==================== sr_ff_bank
==> sr_ff_bank/logic_types.png <==
Scale bar: 20 um.
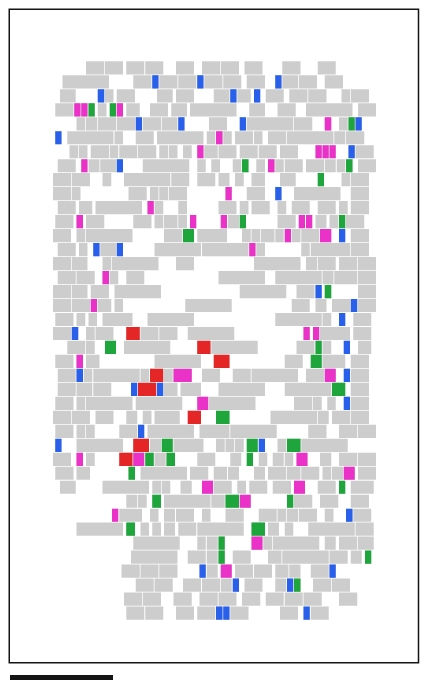

<file path="config.mk">
export PLATFORM = sky130hd
export DESIGN_NAME = sr_ff_bank
export DESIGN_NICKNAME = d
export VERILOG_FILES = /design/src/rtl/sr_ff_bank.sv
export SDC_FILE = /design/constraint.sdc
export NUM_CORES = 1
export LEC_CHECK = 0
export CAP_MARGIN = 20
export CORE_ASPECT_RATIO = 1.75
export CORE_MARGIN = 8
export CORE_UTILIZATION = 39
export CTS_CLUSTER_SIZE = 30
export DETAILED_ROUTE_END_ITERATION = 12
export HOLD_SLACK_MARGIN = 0.02
export PLACE_DENSITY = 0.87
export SYNTH_ARGS = -nofsm -noshare
export SYNTH_HDL_FRONTEND = slang
export SYNTH_SLANG_ARGS = --single-unit
</file>
<file path="constraint.sdc">
create_clock -name clk -period 3.7 [get_ports clk]
set_input_delay 0.555 -clock clk [delete_from_list [all_inputs] [get_ports clk]]
set_output_delay 0.555 -clock clk [all_outputs]
set_load 0.05 [all_outputs]
</file>
<file path="src/rtl/sr_ff_bank.sv">
// Bank of clocked set/reset flip-flops with per-channel enable, parallel load,
// selectable S=R=1 resolution and sticky conflict monitoring with a
// saturating conflict-cycle counter.
module sr_ff_bank #(
  parameter int unsigned     CHANNELS      = 4,
  parameter int unsigned     WIDTH         = 8,
  parameter int unsigned     CONFLICT_MODE = 0,  // 0 hold, 1 set, 2 reset, 3 toggle
  parameter logic [WIDTH-1:0] RESET_VALUE  = '0,
  parameter int unsigned     CNT_W         = 8
) (
  input  logic                      clk,
  input  logic                      reset,
  input  logic [CHANNELS-1:0]       EN,
  input  logic [CHANNELS-1:0]       LD,
  input  logic [CHANNELS*WIDTH-1:0] D,
  input  logic [CHANNELS*WIDTH-1:0] S,
  input  logic [CHANNELS*WIDTH-1:0] R,
  input  logic                      flag_clr,
  output logic [CHANNELS*WIDTH-1:0] Q,
  output logic [CHANNELS*WIDTH-1:0] Q_bar,
  output logic [CHANNELS-1:0]       conflict,
  output logic [CNT_W-1:0]          conflict_cnt
);

  localparam logic [CNT_W-1:0] CntMax = {CNT_W{1'b1}};

  logic [CHANNELS*WIDTH-1:0] q_q, q_d;
  logic [CHANNELS-1:0]       flag_q, flag_d;
  logic [CNT_W-1:0]          cnt_q, cnt_d;
  logic [CHANNELS-1:0]       conf_ev;
  logic                      any_ev;

  // Per-channel, per-bit next state with enable > load > set/reset priority.
  always_comb begin
    q_d     = q_q;
    conf_ev = '0;
    for (int unsigned c = 0; c < CHANNELS; c++) begin
      if (EN[c]) begin
        if (LD[c]) begin
          q_d[c*WIDTH +: WIDTH] = D[c*WIDTH +: WIDTH];
        end else begin
          conf_ev[c] = |(S[c*WIDTH +: WIDTH] & R[c*WIDTH +: WIDTH]);
          for (int unsigned b = 0; b < WIDTH; b++) begin
            unique case ({S[c*WIDTH+b], R[c*WIDTH+b]})
              2'b10:   q_d[c*WIDTH+b] = 1'b1;
              2'b01:   q_d[c*WIDTH+b] = 1'b0;
              2'b11: begin
                case (CONFLICT_MODE)
                  1:       q_d[c*WIDTH+b] = 1'b1;
                  2:       q_d[c*WIDTH+b] = 1'b0;
                  3:       q_d[c*WIDTH+b] = ~q_q[c*WIDTH+b];
                  default: q_d[c*WIDTH+b] = q_q[c*WIDTH+b];
                endcase
              end
              default: q_d[c*WIDTH+b] = q_q[c*WIDTH+b];
            endcase
          end
        end
      end
    end
  end

  // Sticky flags and saturating counter; a same-edge conflict overrides the clear.
  always_comb begin
    any_ev = |conf_ev;
    flag_d = flag_clr ? conf_ev : (flag_q | conf_ev);
    cnt_d  = cnt_q;
    if (flag_clr) begin
      cnt_d = any_ev ? CNT_W'(1) : '0;
    end else if (any_ev && (cnt_q != CntMax)) begin
      cnt_d = cnt_q + CNT_W'(1);
    end
  end

  // State registers with asynchronous reset.
  always_ff @(posedge clk or posedge reset) begin
    if (reset) begin
      q_q    <= {CHANNELS{RESET_VALUE}};
      flag_q <= '0;
      cnt_q  <= '0;
    end else begin
      q_q    <= q_d;
      flag_q <= flag_d;
      cnt_q  <= cnt_d;
    end
  end

  assign Q            = q_q;
  assign Q_bar        = ~q_q;
  assign conflict     = flag_q;
  assign conflict_cnt = cnt_q;

endmodule

</file>
==================== ext_interleaver_flat
$ cat config.mk
export PLATFORM = sky130hd
export DESIGN_NAME = ext_interleaver_flat
export DESIGN_NICKNAME = d
export VERILOG_FILES = /design/src/rtl/turbo_pkg.sv /design/src/rtl/ext_interleaver_if.sv /design/src/rtl/intlv_addr_gen.sv /design/src/rtl/ext_interleaver.sv /design/src/flat_wrapper.sv
export SDC_FILE = /design/constraint.sdc
export NUM_CORES = 1
export LEC_CHECK = 0
export ABC_AREA = 1
export ABC_CLOCK_PERIOD_IN_PS = 2400
export CORE_MARGIN = 2
export CORE_UTILIZATION = 31
export CTS_BUF_LIST = sky130_fd_sc_hd__clkbuf_16
export DETAILED_ROUTE_END_ITERATION = 12
export PLACE_DENSITY_LB_ADDON = 0.08
export SYNTH_ARGS = -nofsm -noshare
export SYNTH_HDL_FRONTEND = slang
export SYNTH_SLANG_ARGS = --single-unit
$ cat constraint.sdc
create_clock -name clk_i -period 2.4 [get_ports clk_i]
set_input_delay 0.48 -clock clk_i [delete_from_list [all_inputs] [get_ports clk_i]]
set_output_delay 0.48 -clock clk_i [all_outputs]
set_load 0.03 [all_outputs]
$ cat src/rtl/turbo_pkg.sv
// turbo_pkg: shared LLR width, bank state encoding and permutation helper for the turbo loop
package turbo_pkg;
  localparam int EXT_W = 10;
  typedef enum logic [1:0] {EMPTY, FILLING, FULL, DRAINING} bank_st_e;
  function automatic int pi_f(input int i, input int a, input int b, input int k);
    return (a * i + b) % k;
  endfunction
endpackage

$ cat src/rtl/ext_interleaver_if.sv
// ext_interleaver_if: write (SISO output) and read (next SISO ext_i) streams of the extrinsic interleaver
interface ext_interleaver_if import turbo_pkg::*; #(parameter int DATA_W = EXT_W);
  logic              mode_i;
  logic              wr_valid_i;
  logic [DATA_W-1:0] wr_data_i;
  logic              wr_ready_o;
  logic              rd_ready_i;
  logic              rd_valid_o;
  logic [DATA_W-1:0] rd_data_o;
  logic              rd_last_o;
  modport master(output mode_i, wr_valid_i, wr_data_i, rd_ready_i,
                 input wr_ready_o, rd_valid_o, rd_data_o, rd_last_o);
  modport slave(input mode_i, wr_valid_i, wr_data_i, rd_ready_i,
                output wr_ready_o, rd_valid_o, rd_data_o, rd_last_o);
endinterface

$ cat src/rtl/intlv_addr_gen.sv
// intlv_addr_gen: incremental permutation address B, B+A, B+2A, ... wrapping mod 2^AW
module intlv_addr_gen import turbo_pkg::*; #(
  parameter int AW = 4
) (
  input  logic          clk_i,
  input  logic          rst_i,
  input  logic [AW-1:0] start_i,
  input  logic [AW-1:0] step_i,
  input  logic          en_i,
  output logic [AW-1:0] addr_o
);
  logic [AW-1:0] addr_q, addr_d;
  // advance by the multiplier on each enabled step; K steps return to start, so no explicit block restart
  always_comb addr_d = en_i ? addr_q + step_i : addr_q;
  // address register, reloaded with the offset on reset
  always_ff @(posedge clk_i) addr_q <= rst_i ? start_i : addr_d;
  assign addr_o = addr_q;
endmodule

$ cat src/rtl/ext_interleaver.sv
// ext_interleaver: ping-pong extrinsic interleave/deinterleave buffer; EXT_SCALE_EN enables x - (x>>>2) write scaling
module ext_interleaver import turbo_pkg::*; #(
  parameter int DATA_W    = EXT_W,
  parameter int BLOCK_LEN = 16,
  parameter int INTLV_A   = 5,
  parameter int INTLV_B   = 3
) (
  input logic              clk_i,
  input logic              rst_i,
  ext_interleaver_if.slave bus
);
  localparam int AW = $clog2(BLOCK_LEN);
  localparam logic [AW-1:0] LAST = AW'(BLOCK_LEN - 1);
  localparam logic [AW-1:0] PA = AW'(INTLV_A);
  localparam logic [AW-1:0] PB = AW'(INTLV_B);
  bank_st_e st_q [2];
  bank_st_e st_d [2];
  logic [1:0] mode_q, mode_d;
  logic wb_q, wb_d, rb_q, rb_d;
  logic [AW-1:0] wcnt_q, wcnt_d, rcnt_q, rcnt_d, wpi, rpi, waddr, raddr;
  logic [DATA_W-1:0] mem_q [2][BLOCK_LEN];
  logic [DATA_W-1:0] wdata;
  logic signed [DATA_W-1:0] wquarter;
  logic wr_en, rd_en, wmode;

  assign bus.wr_ready_o = st_q[wb_q] == EMPTY || st_q[wb_q] == FILLING;
  assign bus.rd_valid_o = st_q[rb_q] == FULL || st_q[rb_q] == DRAINING;
  assign wr_en = bus.wr_valid_i && bus.wr_ready_o;
  assign rd_en = bus.rd_valid_o && bus.rd_ready_i;
  assign wmode = st_q[wb_q] == EMPTY ? bus.mode_i : mode_q[wb_q];
  assign waddr = wmode ? wpi : wcnt_q;
  assign raddr = mode_q[rb_q] ? rcnt_q : rpi;
  assign bus.rd_data_o = bus.rd_valid_o ? mem_q[rb_q][raddr] : '0;
  assign bus.rd_last_o = bus.rd_valid_o && rcnt_q == LAST;
  assign wquarter = $signed(bus.wr_data_i) >>> 2;
`ifdef EXT_SCALE_EN
  assign wdata = bus.wr_data_i - wquarter;
`else
  assign wdata = bus.wr_data_i;
`endif

  intlv_addr_gen #(.AW(AW)) u_wr_gen (
    .clk_i(clk_i), .rst_i(rst_i), .start_i(PB), .step_i(PA), .en_i(wr_en), .addr_o(wpi)
  );
  intlv_addr_gen #(.AW(AW)) u_rd_gen (
    .clk_i(clk_i), .rst_i(rst_i), .start_i(PB), .step_i(PA), .en_i(rd_en), .addr_o(rpi)
  );

  // bank FSMs and pointers; write and read always target banks in disjoint states, so both updates can apply
  always_comb begin
    st_d   = st_q;
    mode_d = mode_q;
    wb_d   = wb_q;
    rb_d   = rb_q;
    wcnt_d = wcnt_q;
    rcnt_d = rcnt_q;
    if (wr_en) begin
      wcnt_d         = wcnt_q + 1'b1;
      mode_d[wb_q]   = wmode;
      st_d[wb_q]     = wcnt_q == LAST ? FULL : FILLING;
      wb_d           = wb_q ^ (wcnt_q == LAST);
    end
    if (rd_en) begin
      rcnt_d         = rcnt_q + 1'b1;
      st_d[rb_q]     = rcnt_q == LAST ? EMPTY : DRAINING;
      rb_d           = rb_q ^ (rcnt_q == LAST);
    end
  end

  // control state register
  always_ff @(posedge clk_i) begin
    if (rst_i) begin
      st_q   <= '{EMPTY, EMPTY};
      mode_q <= '0;
      wb_q   <= 1'b0;
      rb_q   <= 1'b0;
      wcnt_q <= '0;
      rcnt_q <= '0;
    end else begin
      st_q   <= st_d;
      mode_q <= mode_d;
      wb_q   <= wb_d;
      rb_q   <= rb_d;
      wcnt_q <= wcnt_d;
      rcnt_q <= rcnt_d;
    end
  end

  // sample storage, deliberately left uncleared by reset
  always_ff @(posedge clk_i) if (wr_en) mem_q[wb_q][waddr] <= wdata;
endmodule

$ cat src/flat_wrapper.sv
// flat-port wrapper written by rule: the top's interface ports become plain ports
module ext_interleaver_flat import turbo_pkg::*;
#(
  parameter int DATA_W    = EXT_W,
  parameter int BLOCK_LEN = 16,
  parameter int INTLV_A   = 5,
  parameter int INTLV_B   = 3
)
  (clk_i, rst_i, bus_mode_i, bus_wr_valid_i, bus_wr_data_i, bus_rd_ready_i, bus_wr_ready_o, bus_rd_valid_o, bus_rd_data_o, bus_rd_last_o);
  ext_interleaver_if #(.DATA_W(DATA_W)) bus_i ();
  input logic clk_i;
  input logic rst_i;
  input wire logic [$bits(bus_i.mode_i)-1:0] bus_mode_i;
  input wire logic [$bits(bus_i.wr_valid_i)-1:0] bus_wr_valid_i;
  input wire logic [$bits(bus_i.wr_data_i)-1:0] bus_wr_data_i;
  input wire logic [$bits(bus_i.rd_ready_i)-1:0] bus_rd_ready_i;
  output wire logic [$bits(bus_i.wr_ready_o)-1:0] bus_wr_ready_o;
  output wire logic [$bits(bus_i.rd_valid_o)-1:0] bus_rd_valid_o;
  output wire logic [$bits(bus_i.rd_data_o)-1:0] bus_rd_data_o;
  output wire logic [$bits(bus_i.rd_last_o)-1:0] bus_rd_last_o;
  assign bus_i.mode_i = bus_mode_i;
  assign bus_i.wr_valid_i = bus_wr_valid_i;
  assign bus_i.wr_data_i = bus_wr_data_i;
  assign bus_i.rd_ready_i = bus_rd_ready_i;
  assign bus_wr_ready_o = bus_i.wr_ready_o;
  assign bus_rd_valid_o = bus_i.rd_valid_o;
  assign bus_rd_data_o = bus_i.rd_data_o;
  assign bus_rd_last_o = bus_i.rd_last_o;
  ext_interleaver #(.DATA_W(DATA_W), .BLOCK_LEN(BLOCK_LEN), .INTLV_A(INTLV_A), .INTLV_B(INTLV_B)) u_core (.clk_i(clk_i), .rst_i(rst_i), .bus(bus_i));
endmodule
==================== arch_map_rt
==> src/rtl/arch_map_rt.sv <==
// Committed (architectural) rename map: retires up to R_WIDTH lanes per cycle and streams a map snapshot on recover_req.
// Latency: map updates at the commit edge, freed tags one cycle later, stream beats start the cycle after recover_req.
// Backpressure: none on the stream; commit_ready drops while streaming. Freed-tag outputs exist only with ARCH_MAP_FREE_OUT_EN.
module arch_map_rt #(
    parameter int R_WIDTH   = 3,
    parameter int REG_SIZE  = 32,
    parameter int PHY_SIZE  = 64,
    parameter int RCV_WIDTH = 4,
    localparam int PIDX = $clog2(PHY_SIZE),
    localparam int AIDX = $clog2(REG_SIZE)
) (
    input  logic                                 clock,
    input  logic                                 reset,
    input  logic [R_WIDTH-1:0]                   commit_valid,
    input  logic [R_WIDTH-1:0][AIDX-1:0]         commit_arch,
    input  logic [R_WIDTH-1:0][PIDX-1:0]         commit_phy,
    output logic                                 commit_ready,
    output logic [R_WIDTH-1:0]                   free_valid,
    output logic [R_WIDTH-1:0][PIDX-1:0]         free_phy,
    input  logic                                 recover_req,
    output logic                                 busy,
    output logic                                 rcv_valid,
    output logic [AIDX-1:0]                      rcv_base,
    output logic [RCV_WIDTH-1:0][PIDX-1:0]       rcv_phy,
    output logic                                 rcv_done
);

    localparam int NBEATS = REG_SIZE / RCV_WIDTH;
    localparam int BW     = (NBEATS > 1) ? $clog2(NBEATS) : 1;

    localparam logic [0:0] ST_IDLE   = 1'b0;
    localparam logic [0:0] ST_STREAM = 1'b1;

    logic [PIDX-1:0]    map_q [REG_SIZE];
    logic [PIDX-1:0]    map_d [REG_SIZE];
    logic [0:0]         state_q, state_d;
    logic [BW-1:0]      beat_q, beat_d;
    logic [R_WIDTH-1:0] upd;
    logic               last_beat;

    assign busy         = (state_q == ST_STREAM);
    assign commit_ready = !busy;
    assign last_beat    = (beat_q == BW'(NBEATS - 1));

    // Arch register 0 is hard-wired and never remapped.
    always_comb begin
        for (int i = 0; i < R_WIDTH; i++) begin
            upd[i] = commit_valid[i] && commit_ready && (commit_arch[i] != '0);
        end
    end

    // Ascending lane order makes the youngest lane win on a shared arch register.
    always_comb begin
        map_d = map_q;
        for (int i = 0; i < R_WIDTH; i++) begin
            if (upd[i]) begin
                map_d[commit_arch[i]] = commit_phy[i];
            end
        end
    end

    always_comb begin
        state_d = state_q;
        beat_d  = beat_q;
        case (state_q)
            ST_IDLE: begin
                if (recover_req) begin
                    state_d = ST_STREAM;
                    beat_d  = '0;
                end
            end
            ST_STREAM: begin
                if (last_beat) begin
                    state_d = ST_IDLE;
                    beat_d  = '0;
                end else begin
                    beat_d = beat_q + 1'b1;
                end
            end
            default: begin
                state_d = ST_IDLE;
                beat_d  = '0;
            end
        endcase
    end

    always_ff @(posedge clock) begin
        if (reset) begin
            for (int a = 0; a < REG_SIZE; a++) begin
                map_q[a] <= PIDX'(a);
            end
            state_q <= ST_IDLE;
            beat_q  <= '0;
        end else begin
            map_q   <= map_d;
            state_q <= state_d;
            beat_q  <= beat_d;
        end
    end

    // Map cannot change while streaming, so map_q is a stable snapshot.
    always_comb begin
        int base_i;
        base_i    = int'(beat_q) * RCV_WIDTH;
        rcv_valid = busy;
        rcv_done  = busy && last_beat;
        rcv_base  = AIDX'(base_i);
        for (int k = 0; k < RCV_WIDTH; k++) begin
            rcv_phy[k] = map_q[AIDX'(base_i + k)];
        end
    end

`ifdef ARCH_MAP_FREE_OUT_EN
    logic [R_WIDTH-1:0]           free_vld_q, free_vld_d;
    logic [R_WIDTH-1:0][PIDX-1:0] free_phy_q, free_phy_d;

    // Prior mapping is the nearest older same-cycle writer, else the start-of-cycle map.
    always_comb begin
        free_vld_d = upd;
        for (int i = 0; i < R_WIDTH; i++) begin
            free_phy_d[i] = map_q[commit_arch[i]];
            for (int j = 0; j < R_WIDTH; j++) begin
                if (j < i && upd[j] && commit_arch[j] == commit_arch[i]) begin
                    free_phy_d[i] = commit_phy[j];
                end
            end
            if (!upd[i]) begin
                free_phy_d[i] = '0;
            end
        end
    end

    always_ff @(posedge clock) begin
        if (reset) begin
            free_vld_q <= '0;
            free_phy_q <= '0;
        end else begin
            free_vld_q <= free_vld_d;
            free_phy_q <= free_phy_d;
        end
    end

    assign free_valid = free_vld_q;
    assign free_phy   = free_phy_q;
`else
    assign free_valid = '0;
    assign free_phy   = '0;
`endif

endmodule

==> config.mk <==
export PLATFORM = sky130hd
export DESIGN_NAME = arch_map_rt
export DESIGN_NICKNAME = d
export VERILOG_FILES = /design/src/rtl/arch_map_rt.sv
export SDC_FILE = /design/constraint.sdc
export NUM_CORES = 1
export LEC_CHECK = 0
export ABC_CLOCK_PERIOD_IN_PS = 3750
export CAP_MARGIN = 25
export CORE_MARGIN = 8
export CORE_UTILIZATION = 30
export CTS_CLUSTER_SIZE = 30
export DETAILED_ROUTE_END_ITERATION = 7
export RECOVER_POWER = 100
export SLEW_MARGIN = 15
export SYNTH_ARGS = -nofsm -noshare
export SYNTH_HDL_FRONTEND = slang
export SYNTH_SLANG_ARGS = --single-unit
==> constraint.sdc <==
create_clock -name clock -period 3.75 [get_ports clock]
set_input_delay 1.125 -clock clock [delete_from_list [all_inputs] [get_ports clock]]
set_output_delay 1.125 -clock clock [all_outputs]
set_load 0.02 [all_outputs]
==================== cache_assoc_wb
`src/rtl/cache_pkg.sv`:
```
// cache_pkg: FSM encoding and default cache geometry shared by the cache blocks.
package cache_pkg;
  typedef enum logic [2:0] {IDLE, LOOKUP, WRITEBACK, REFILL, RESPOND} state_t;
  localparam int DEF_ADDR_WIDTH = 11;
  localparam int DEF_CACHE_SIZE = 512;
  localparam int DEF_BLOCK_SIZE = 32;
  localparam int DEF_NUM_WAYS = 4;
  function automatic int num_sets(input int cache_size, input int block_size, input int ways);
    return cache_size / (block_size * ways);
  endfunction
  localparam int DEF_NUM_SETS = num_sets(DEF_CACHE_SIZE, DEF_BLOCK_SIZE, DEF_NUM_WAYS);
  localparam int DEF_OFFSET_W = $clog2(DEF_BLOCK_SIZE);
  localparam int DEF_INDEX_W = $clog2(DEF_NUM_SETS);
  localparam int DEF_TAG_W = DEF_ADDR_WIDTH - DEF_OFFSET_W - DEF_INDEX_W;
endpackage

```
`src/rtl/cache_lru_age.sv`:
```
// cache_lru_age: next per-way ages of one set after touching way_i (touched way becomes youngest).
module cache_lru_age #(
  parameter int NUM_WAYS = 4,
  parameter int AW = $clog2(NUM_WAYS)
) (
  input  logic [NUM_WAYS-1:0][AW-1:0] age_i,
  input  logic [AW-1:0]               way_i,
  output logic [NUM_WAYS-1:0][AW-1:0] age_o
);
  always_comb begin
    age_o = age_i;
    for (int w = 0; w < NUM_WAYS; w++)
      age_o[w] = (AW'(w) == way_i) ? '0 :
                 (age_i[w] < age_i[way_i]) ? age_i[w] + AW'(1) : age_i[w];
  end
endmodule

```
`src/rtl/cache_assoc_wb.sv`:
```
// cache_assoc_wb: blocking write-back set-associative cache, one word per line, LRU replacement,
// with saturating hit/miss statistics.
module cache_assoc_wb
  import cache_pkg::*;
#(
  parameter int ADDR_WIDTH = DEF_ADDR_WIDTH,
  parameter int DATA_WIDTH = 32,
  parameter int CACHE_SIZE = DEF_CACHE_SIZE,
  parameter int BLOCK_SIZE = DEF_BLOCK_SIZE,
  parameter int NUM_WAYS = DEF_NUM_WAYS,
  parameter int COUNT_WIDTH = 16
) (
  input  logic                   clk,
  input  logic                   rst,
  input  logic                   req_valid,
  output logic                   req_ready,
  input  logic                   req_write,
  input  logic [ADDR_WIDTH-1:0]  req_addr,
  input  logic [DATA_WIDTH-1:0]  req_wdata,
  output logic                   resp_valid,
  output logic                   resp_hit,
  output logic [DATA_WIDTH-1:0]  resp_rdata,
  output logic                   mem_req,
  output logic                   mem_we,
  output logic [ADDR_WIDTH-1:0]  mem_addr,
  output logic [DATA_WIDTH-1:0]  mem_wdata,
  input  logic                   mem_ack,
  input  logic [DATA_WIDTH-1:0]  mem_rdata,
  output logic [COUNT_WIDTH-1:0] hit_count,
  output logic [COUNT_WIDTH-1:0] miss_count
);
  localparam int NUM_SETS = num_sets(CACHE_SIZE, BLOCK_SIZE, NUM_WAYS);
  localparam int OW = $clog2(BLOCK_SIZE);
  localparam int IW = $clog2(NUM_SETS);
  localparam int TW = ADDR_WIDTH - OW - IW;
  localparam int AW = $clog2(NUM_WAYS);
  state_t state_q, state_d;
  logic [ADDR_WIDTH-OW-1:0] blk_q;
  logic write_q, hit_q, resp_valid_q, resp_hit_q;
  logic [DATA_WIDTH-1:0] wdata_q, resp_rdata_q;
  logic [COUNT_WIDTH-1:0] hit_count_q, miss_count_q;
  logic [AW-1:0] victim_q, victim, hit_way, acc_way;
  logic hit;
  logic [NUM_WAYS-1:0] valid_q [NUM_SETS];
  logic [NUM_WAYS-1:0] dirty_q [NUM_SETS];
  logic [NUM_WAYS-1:0][AW-1:0] age_q [NUM_SETS];
  logic [NUM_WAYS-1:0][AW-1:0] age_next;
  logic [TW-1:0] tag_q [NUM_SETS][NUM_WAYS];
  logic [DATA_WIDTH-1:0] data_q [NUM_SETS][NUM_WAYS];
  logic [IW-1:0] idx;
  logic [TW-1:0] tg;
  assign idx = blk_q[IW-1:0];
  assign tg = blk_q[ADDR_WIDTH-OW-1 -: TW];
  always_comb begin
    hit = 1'b0;
    hit_way = '0;
    for (int w = 0; w < NUM_WAYS; w++)
      if (valid_q[idx][w] && tag_q[idx][w] == tg) begin
        hit = 1'b1;
        hit_way = AW'(w);
      end
  end
  // Oldest way is the fallback; any invalid way wins, lowest index last so it takes priority.
  always_comb begin
    victim = '0;
    for (int w = 0; w < NUM_WAYS; w++)
      if (age_q[idx][w] == AW'(NUM_WAYS - 1)) victim = AW'(w);
    for (int w = NUM_WAYS - 1; w >= 0; w--)
      if (!valid_q[idx][w]) victim = AW'(w);
  end
  assign acc_way = (state_q == REFILL) ? victim_q : hit_way;
  cache_lru_age #(.NUM_WAYS(NUM_WAYS), .AW(AW)) u_age (
    .age_i (age_q[idx]),
    .way_i (acc_way),
    .age_o (age_next)
  );
  always_comb begin
    state_d = state_q;
    unique case (state_q)
      IDLE:      state_d = req_valid ? LOOKUP : IDLE;
      LOOKUP:    state_d = hit ? RESPOND :
                           (valid_q[idx][victim] && dirty_q[idx][victim]) ? WRITEBACK : REFILL;
      WRITEBACK: state_d = mem_ack ? REFILL : WRITEBACK;
      REFILL:    state_d = mem_ack ? RESPOND : REFILL;
      RESPOND:   state_d = IDLE;
      default:   state_d = IDLE;
    endcase
  end
  always_ff @(posedge clk) begin
    if (rst) begin
      state_q <= IDLE;
      resp_valid_q <= 1'b0;
      resp_hit_q <= 1'b0;
      resp_rdata_q <= '0;
      hit_count_q <= '0;
      miss_count_q <= '0;
      for (int s = 0; s < NUM_SETS; s++) begin
        valid_q[s] <= '0;
        dirty_q[s] <= '0;
        for (int w = 0; w < NUM_WAYS; w++) age_q[s][w] <= AW'(w);
      end
    end else begin
      state_q <= state_d;
      resp_valid_q <= state_q == RESPOND;
      resp_hit_q <= state_q == RESPOND && hit_q;
      if (state_q == IDLE && req_valid) begin
        blk_q <= req_addr[ADDR_WIDTH-1:OW];
        write_q <= req_write;
        wdata_q <= req_wdata;
      end
      if (state_q == LOOKUP) begin
        hit_q <= hit;
        victim_q <= victim;
        if (hit) begin
          age_q[idx] <= age_next;
          resp_rdata_q <= write_q ? wdata_q : data_q[idx][hit_way];
          if (write_q) begin
            data_q[idx][hit_way] <= wdata_q;
            dirty_q[idx][hit_way] <= 1'b1;
          end
        end else if (!(&miss_count_q)) miss_count_q <= miss_count_q + COUNT_WIDTH'(1);
      end
      if (state_q == REFILL && mem_ack) begin
        tag_q[idx][victim_q] <= tg;
        data_q[idx][victim_q] <= write_q ? wdata_q : mem_rdata;
        valid_q[idx][victim_q] <= 1'b1;
        dirty_q[idx][victim_q] <= write_q;
        age_q[idx] <= age_next;
        resp_rdata_q <= write_q ? wdata_q : mem_rdata;
      end
      if (state_q == RESPOND && hit_q && !(&hit_count_q)) hit_count_q <= hit_count_q + COUNT_WIDTH'(1);
    end
  end
  assign req_ready = state_q == IDLE && !rst;
  assign resp_valid = resp_valid_q;
  assign resp_hit = resp_hit_q;
  assign resp_rdata = resp_rdata_q;
  assign mem_req = state_q == WRITEBACK || state_q == REFILL;
  assign mem_we = state_q == WRITEBACK;
  assign mem_addr = (state_q == WRITEBACK) ? {tag_q[idx][victim_q], idx, {OW{1'b0}}} :
                    (state_q == REFILL) ? {tg, idx, {OW{1'b0}}} : '0;
  assign mem_wdata = (state_q == WRITEBACK) ? data_q[idx][victim_q] : '0;
  assign hit_count = hit_count_q;
  assign miss_count = miss_count_q;
endmodule

```
`config.mk`:
```
export PLATFORM = sky130hd
export DESIGN_NAME = cache_assoc_wb
export DESIGN_NICKNAME = d
export VERILOG_FILES = /design/src/rtl/cache_pkg.sv /design/src/rtl/cache_lru_age.sv /design/src/rtl/cache_assoc_wb.sv
export SDC_FILE = /design/constraint.sdc
export NUM_CORES = 1
export LEC_CHECK = 0
export CAP_MARGIN = 20
export CORE_ASPECT_RATIO = 0.8
export CORE_UTILIZATION = 45
export DETAILED_ROUTE_END_ITERATION = 12
export PLACE_DENSITY_LB_ADDON = 0.2
export SKIP_CTS_REPAIR_TIMING = 1
export SLEW_MARGIN = 5
export SYNTH_ARGS = -nofsm -noshare
export SYNTH_HDL_FRONTEND = slang
export SYNTH_SLANG_ARGS = --single-unit
```
`constraint.sdc`:
```
create_clock -name clk -period 13.41 [get_ports clk]
set_clock_uncertainty 0.1 [all_clocks]
set_input_delay 2.0115 -clock clk [delete_from_list [all_inputs] [get_ports clk]]
set_output_delay 2.0115 -clock clk [all_outputs]
set_load 0.005 [all_outputs]
```
==> cache_assoc_wb/logic_types.png <==
Scale bar: 100 um.
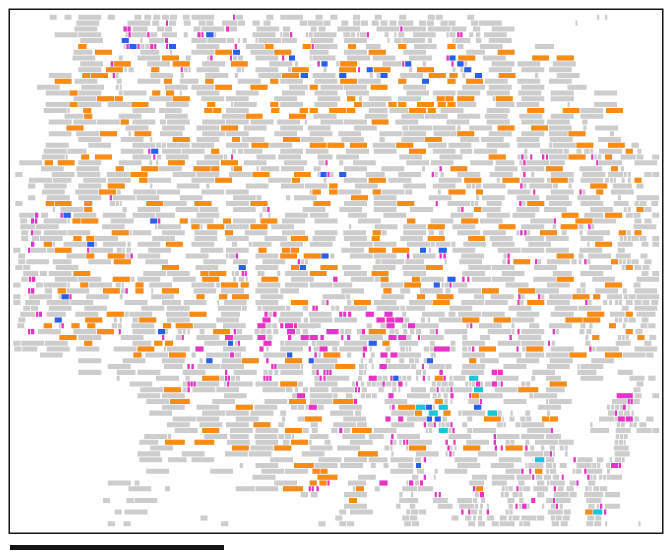
fa/ha/maj cells -> cyan  # cells 9
mux cells -> orange  # cells 323, where all over the die
nor cells -> magenta  # cells 273, where all over the die
non-inverting ao/oa cells -> blue  # cells 45

==> job_summary.md, cache_assoc_wb <==
## Implementation flow summary

| Metric | Value |
|---|---|
| Critical path launch point type | `register` |
| WL met1 | `37.2 mm` |
| Area of the multi-input gates | `~11000 um^2` |
| Routed WL | `between 80 and 90 mm` |
| Highest Signal Layer | `met5` |
| Total Routing Usage GR | `between 20 and 25%` |
| Outcome | `completed` |
| Leak pwr | `0.0123 uW` |
| Peak VDD IR | `83.9 uV` |
| P_int | `4130 uW` |
| Core Density at Floorplan | `45.6%` |
| Biggest regs | `data_q x512, tag_q x64` |
| Worst setup EP type | `primary output` |
| IO buf count | `181` |
| Via density | `6.07` |
| HP Start | `resp_rdata[13]` |
| Tapcells | `945` |
| Top cells by area | `edfxtp_1, mux4_2, dfxtp_1` |
| Max reg flops | `512` |
| Met3 Usage GRT | `5.19%` |
| Num Clock Sinks | `753` |
| Post-DRT Antenna Nets | `0` |
| Reg clk slew, reported paths | `60 ps` |
| Type of the most critical hold path | `reg -> reg` |
| Max-slew violations | `0` |
| Syn_area_per_cell | `~16 um^2` |
| WL per Instance | `27.6 um` |
| Vias in the first global route | `19.9k` |
| Routability congestion estimate | `0.803` |
| Sw Ratio | `24.6%` |
| Max-area cell share | `between 60% and 70%` |
| Most frequent cells in the layout | `edfxtp_1, nor2_1, mux4_2` |
| Bufs w/o clock | `233` |
| Biggest Area Class | `flip-flops and latches` |
| Req. time, crit path | `11300 ps` |
| Most flops, register | `data_q` |
| Post-synth top area cell | `edfxtp_1` |
| Chip area | `around 74000 um^2` |
| Worst-path cell chain | `buf_12 > mux4_1 > mux4_2 > mux2i_1 > nor2_1 > clkdlybuf4s50_1` |
| Hold Vio Cnt, Final | `0` |
| Dpl hpwl | `50.8 mm` |
| Cells after Synth | `2032` |
| CP Max Fanout | `around 95` |
| Final Util | `53.1%` |
| Worst path buffer plus inverter count | `2` |
| Post-Synth XOR/XNOR Area | `0.956%` |
| Unique cell types | `73` |
| Placed standard-cell area | `between 30000 and 40000 um^2` |
| Chip Area, Yosys | `33000 um^2` |
| Largest net degree at the start of global routing | `around 96` |
| Tool Warnings | `31` |
| Fill cell count | `5700` |
| Crit path time final | `6180 ps` |
| Core area | `72300 um^2` |
| Seq pwr share | `48.5%` |
[cache_assoc_wb: power by group through the flow]
stage / registers, uW / logic [uW] / clock network [uW]
5_1_grt: 2660 / 761 / 2240
2_1_floorplan: 2680 / 474 / 0
3_3_place_gp: 2710 / 694 / 0
6_report: 2660 / 709 / 2110
3_5_place_dp: 2710 / 706 / 0
4_1_cts: 2660 / 710 / 2150
[cache_assoc_wb: cell families after synthesis]
kind of cell               Yosys count
DFF                                753
and+or+nand+nor                    503
muxes                              323
AOI/OAI and AO/OA                  256
buffers and inverters              151
xor gates and xnor gates            36
adders and majority gates            9
other                                1
==> ext_interleaver_flat/layer_met3.png <==
Scale bar: 50 um. Cells faint in the background.
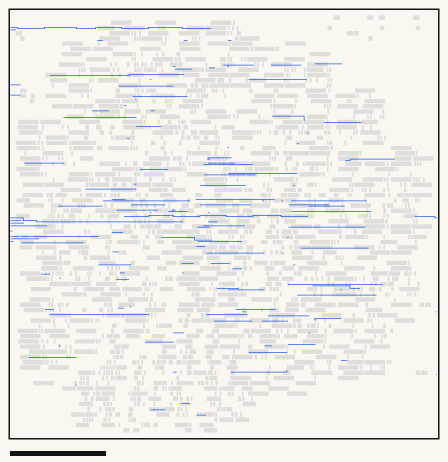
nets with wire on the layer = 77
share of all routed wire = 4.4%
main direction = horizontal
met3 Usage GRT: 2.73%
Routed WL: 46.4 mm
via count: 10.8k

==> ext_interleaver_flat/layer_met1.png <==
Scale bar: 50 um. Supply wires on this layer in grey.
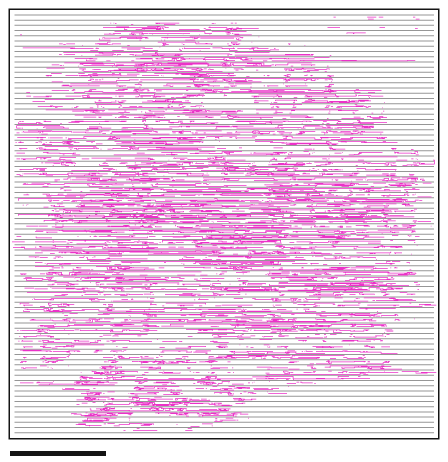
main direction = horizontal
longest straight run = 90.6 um
nets with wire on the layer = 1508
GR Layer Usage met1: 24.6%

==> job_summary.md, ext_interleaver_flat <==
## Implementation flow summary

| Metric | Value |
|---|---|
| H-Tree Depth | `2` |
| Chip area | `49700 um^2` |
| Outcome | `complete, but fails checks` |
| R2R Path End | `u_core.mem_q[1][72]` |
| Adder-cell share of the synthesized area | `0.337%` |
| Max-cap violations | `0` |
| Placed standard-cell area | `16900 um^2` |
| Ys Warns | `0` |
| Highest Signal Layer | `met4` |
| DR WL met2 | `22.2 mm` |
| Peak VDD IR | `489 uV` |
| RR Startpoint | `u_core.wb_q` |
| Multi-input combinational area share | `25.3%` |
| Simple Share, Synth | `around 25%` |
| Via density | `a little under 5` |
| Clkbuf count | `41` |
| Failing checks | `negative setup slack` |
| Seq area share | `about 50%` |
| Worst-Margin Slew | `528 ps` |
| Netlist Area Pre-Place | `~15000 um^2` |
| Final setup margin | `-562 ps` |
| Compound Share, Synth | `under 10%` |
| Async set-reset flop share out of synthesis | `0%` |
| Post-CTS Setup Inserts | `12` |
| Setup CP Type | `reg -> out` |
| Die W | `between 200 and 250 um` |
| Largest net degree at the start of global routing | `33` |
| Vias in the first global route | `10.5k` |
| Hold Path Sink | `u_core.u_rd_gen.addr_o[2]` |
| Flip-flops | `~350` |
| Most used logic cell in the final layout | `nor2_1` |
| Non-clock inverter count | `37` |
| Leak pwr | `0.00747 uW` |
| Tot Pwr | `13700 uW` |
| Final Setup Violations | `10` |
| First-pass DRT Iterations | `5` |
| Final setup TNS | `-5250 ps` |
| R2R depth | `11` |
| Post-synth regs | `345` |
| Worst reg2reg setup slack | `150 ps` |
| Number of I/O pins | `28` |
| Max stage delay on crit path | `just under 400 ps` |
| Late-Pin Clk Latency | `570 ps` |
| Drt initial violations | `721` |
| IO buf count | `27` |
| Proportion of layout cells with a drive suffix above 1 | `23.7%` |
| Flip-flops with a built-in enable | `between 300 and 400` |
| Bufs w/o clock | `190` |
| Tool Warnings | `29` |
| Clock skew | `24.2 ps` |
| Dpl hpwl | `28.1 mm` |
| Cycle use final | `123%` |
| WP depth | `13` |
| GRT busiest layer | `met2` |
## ext_interleaver_flat: power by group through the flow
stage	Combinational (uW)	Sequential, uW	Clock [uW]
after floorplan	351	6750	0
after global placement	788	6750	0
after detailed placement	785	6750	0
after CTS	870	6620	6290
after global routing	1030	6630	6520
final	950	6630	6120
## ext_interleaver_flat: state kept, by name, summed over array words and instances (netlist names), named ones only
register	count
u_core.st_q	4
u_core.mode_q	2
u_core.mem_q	320
u_core.wb_q	1
u_core.u_wr_gen.addr_o	4
u_core.rcnt_q	4
u_core.wcnt_q	4
u_core.u_rd_gen.addr_o	4
u_core.rb_q	1
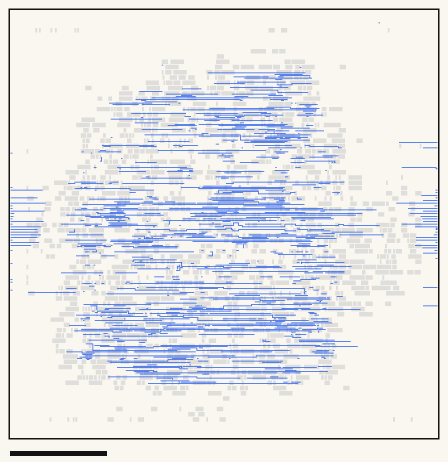
(arch_map_rt/layer_met3.png)
Scale bar: 50 um. Cells faint in the background.
wire length on this layer = 8920 um
longest straight run = 103 um
share of all routed wire = 14%

==> job_summary.md, arch_map_rt <==
## Implementation flow summary

| Metric | Value |
|---|---|
| R2R Path End | `map_q[178]` |
| Peak VDD IR | `293 uV` |
| Pre-CTS WS | `217 ps` |
| Crit path max-delay family | `buffers and inverters` |
| Worst-path cell chain | `clkbuf_1 > nand2b_1 > clkbuf_2 > nor2_1 > a221o_1` |
| Seq area share | `25.8%` |
| Flip-flops | `196` |
| Max-slew violations | `36` |
| Netlist Area Pre-Place | `12600 um^2` |
| Pwr/cell area | `326 nW/um^2` |
| Post-synth top flop | `dfxtp_1` |
| CP Max Fanout | `36` |
| Final setup margin | `-26.6 ps` |
| GRT overflow | `0` |
| Max-cap violations | `1` |
| Simple Share, Synth | `20.3%` |
| Max-area cell share | `31.0%` |
| Outcome | `complete, but fails checks` |
| DR DRC count | `0` |
| Final Setup Violations | `5` |
| Flop area | `3930 um^2` |
| Failing checks | `max-capacitance violations, max-slew violations, negative setup slack` |
| Hold slack | `470 ps` |
[arch_map_rt: through the flow]
| step | instance area, um^2 | power, uW | utilization, % |
|---|---|---|---|
| floorplan | 12700 | 2680 | - |
| global placement | 14800 | 3080 | 35.4 |
| detailed placement | 14800 | 3090 | 35.4 |
| CTS | 15400 | 4930 | 36.8 |
| global route | 15200 | 5050 | 36.4 |
| finish | 15200 | 4950 | 36.4 |
[arch_map_rt: power by group]
part	leakage, uW	switching, uW	total, uW	internal, uW
registers	0.00159	33.1	2160	2130
clock network	0.000277	904	1880	975
logic	0.00404	604	916	312
==> sr_ff_bank/congestion.png <==
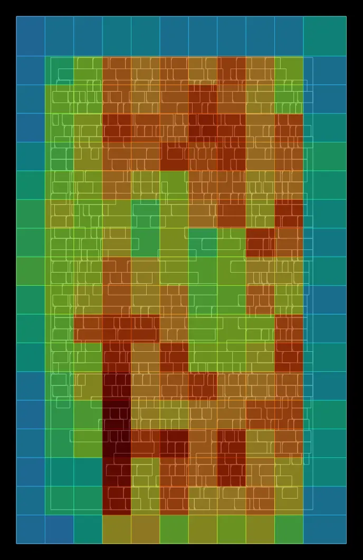
GRT busiest layer: met2
WL per Instance: 18.6 um
met3 Usage GRT: 4.60%
Total Routing Usage GR: 21.3%
GR Layer Usage met1: 18.6%

==> sr_ff_bank/layer_met3.png <==
Scale bar: 20 um. Cells faint in the background.
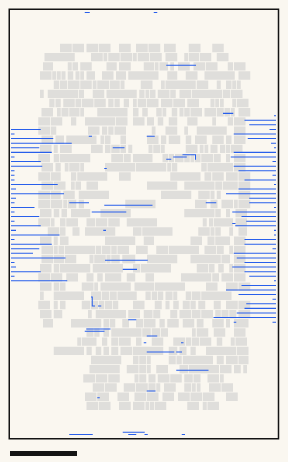
nets with wire on the layer = 102
longest straight run = 18.2 um
share of all routed wire = 6.4%
wire length on this layer = 706 um
via count: 3262
Routed WL: 11.1 mm

## Picture notes: sr_ff_bank/logic_types.png
non-inverting ao/oa cells -> red  # cells 8
nor cells -> magenta  # cells 39
inv cells -> blue  # cells 38, where all over the die
nand cells -> green  # cells 32

==> job_summary.md, sr_ff_bank <==
## Implementation flow summary

| Metric | Value |
|---|---|
| Sw Ratio | `between 40% and 50%` |
| Core Density at Floorplan | `39.9%` |
| First-pass GRT wire length | `17.3 mm` |
| Worst reg2reg setup slack | `approximately 1800 ps` |
| Tool Warnings | `26` |
| Number of I/O pins | `183` |
| Post-Synth XOR/XNOR Area | `0%` |
| CP arrival | `2610 ps` |
| Req. time, crit path | `3900 ps` |
| P_int | `1210 uW` |
| Drt initial violations | `177` |
| Tot Pwr | `2120 uW` |
| Top cells by count, synth | `a21oi_1, dfrtp_1, inv_1` |
| Pre-CTS WS | `1010 ps` |
| Post-CTS Resized | `0` |
| Worst setup EP type | `register` |
| TritonCTS clock tree | `yes` |
| Seq pwr share | `29.2%` |
| Chip area | `10100 um^2` |
| Max stage delay on crit path | `840 ps` |
| WP depth | `7` |
| Top cells by area | `dfrtp_1, a21oi_1, o22ai_1` |
| Ys Warns | `0` |
| FP Rows | `around 40` |
| Clock power share | `21.2%` |
| Post-DRT Antenna Nets | `0` |
| Flip-flops with a built-in enable | `0` |
| Max-area cell share | `approximately 40%` |
| Cts-stage hold buffer count | `0` |
| CP Max Fanout | `18` |
| Comb area leader | `AND-OR/OR-AND gates` |
| Outcome | `completed` |
| HP Start | `conflict[2]` |
| Finished Cell Area | `4780 um^2` |
| Setup CP Type | `in -> reg` |
| Final Setup Violations | `0` |
| Post-synth regs | `44` |
| Max-cap violations | `0` |
| Post-synth top flop | `dfrtp_1` |
| Pwr/cell area | `~440 nW/um^2` |
| Crit path capture | `conflict_cnt[3]` |
| Leak pwr | `around 0.002 uW` |
| Simple Share, Synth | `between 10% and 20%` |
| Clock Tree Root | `clkbuf_16` |
| Area of the multi-input gates | `1430 um^2` |
| Fmax | `415 MHz` |
| Most frequent cells in the layout | `clkdlybuf4s50_1, a21oi_1, dfrtp_1` |
| Met3 wire len | `705 um` |
| Final Util | `69.7%` |
| Flop area | `~1100 um^2` |
| Gate power share | `49.5%` |
| Vias in the first global route | `3484` |
| Initial antenna violation count | `0` |
| Adder-cell share of the synthesized area | `0.457%` |
| Hold Vio Cnt, Final | `0` |
| Max-slew violations | `0` |
| Dpl hpwl | `9.18 mm` |
| Worst-Margin Slew | `941 ps` |
| Largest net degree at the start of global routing | `45` |
| Max power group | `combinational cells` |
| Compound Share, Synth | `35.6%` |
| Async set-reset flop share out of synthesis | `100%` |
| Hold path depth | `1` |
sr_ff_bank: cell type report:
cell class / instances / area share [%]
Multi-Input combinational cell: 234 / 29.9
Clock buffer: 6 / 2.91
Tap cell: 84 / 2.20
Clock inverter: 2 / 0.210
Timing Repair Buffer: 186 / 38.8
Inverter: 38 / 2.99
Sequential cell: 44 / 23.0
sr_ff_bank: sequential cells by signal, summed over array words and instances, names as in the netlist:
name / cells
Q: 32
conflict: 4
conflict_cnt: 8


## Gallery

Zoomed window.
(a)
Scale bar: 10 um. Region (39, 12) to (79, 52) um. Cells in grey, sequential cells in the stronger grey; small squares are vias.
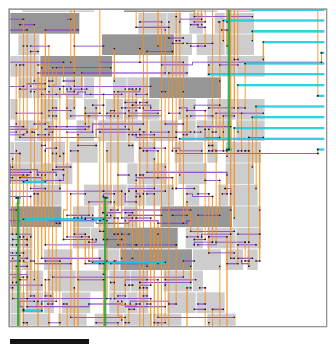
(b)
Scale bar: 10 um. Region (208, 41) to (248, 81) um. Cells in grey, sequential cells in the stronger grey; small squares are vias.
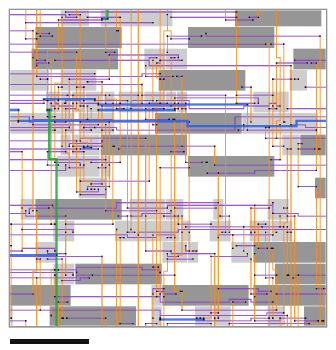
(c)
Scale bar: 10 um. Region (147, 36) to (187, 76) um. Cells in grey, sequential cells in the stronger grey; small squares are vias.
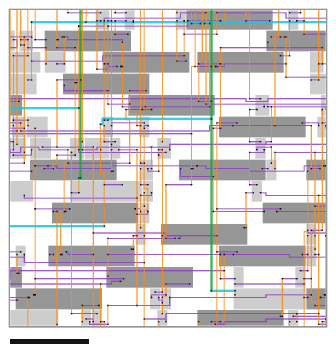
(d)
Scale bar: 10 um. Region (146, 35) to (186, 75) um. Cells in grey, sequential cells in the stronger grey; small squares are vias.
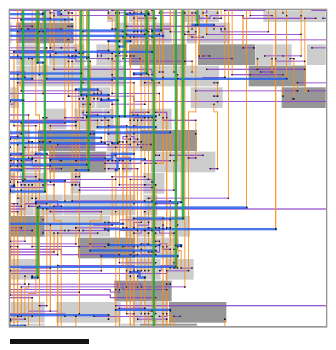
| picture | from |
|---|---|
| (c) | ext_interleaver_flat |
| (d) | arch_map_rt |
| (a) | sr_ff_bank |
| (b) | cache_assoc_wb |


## Gallery

Metal 1.
Plate I
Scale bar: 50 um. Supply wires on this layer in grey.
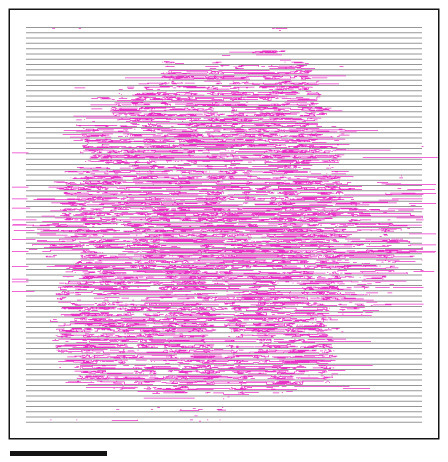
Plate II
Scale bar: 100 um. Supply wires on this layer in grey.
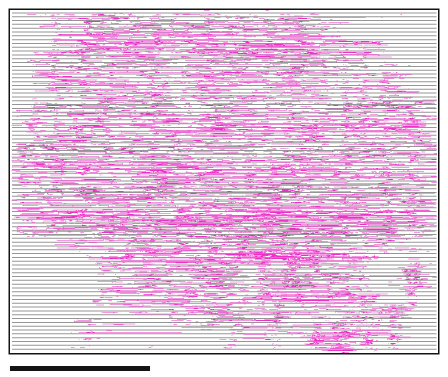
Plate III
Scale bar: 20 um. Supply wires on this layer in grey.
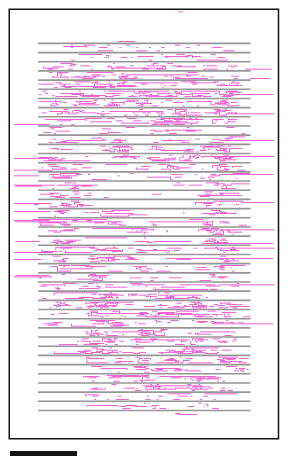
| from | picture |
|---|---|
| arch_map_rt | Plate I |
| cache_assoc_wb | Plate II |
| sr_ff_bank | Plate III |
Of these, largest die: Plate II
Of these, smallest die: Plate III

Key to Plate II:
longest straight run = 74.8 um
wire length on this layer = 37.2 mm
main direction = horizontal
share of all routed wire = 42%

Power is estimated from default activity; no workload was simulated.
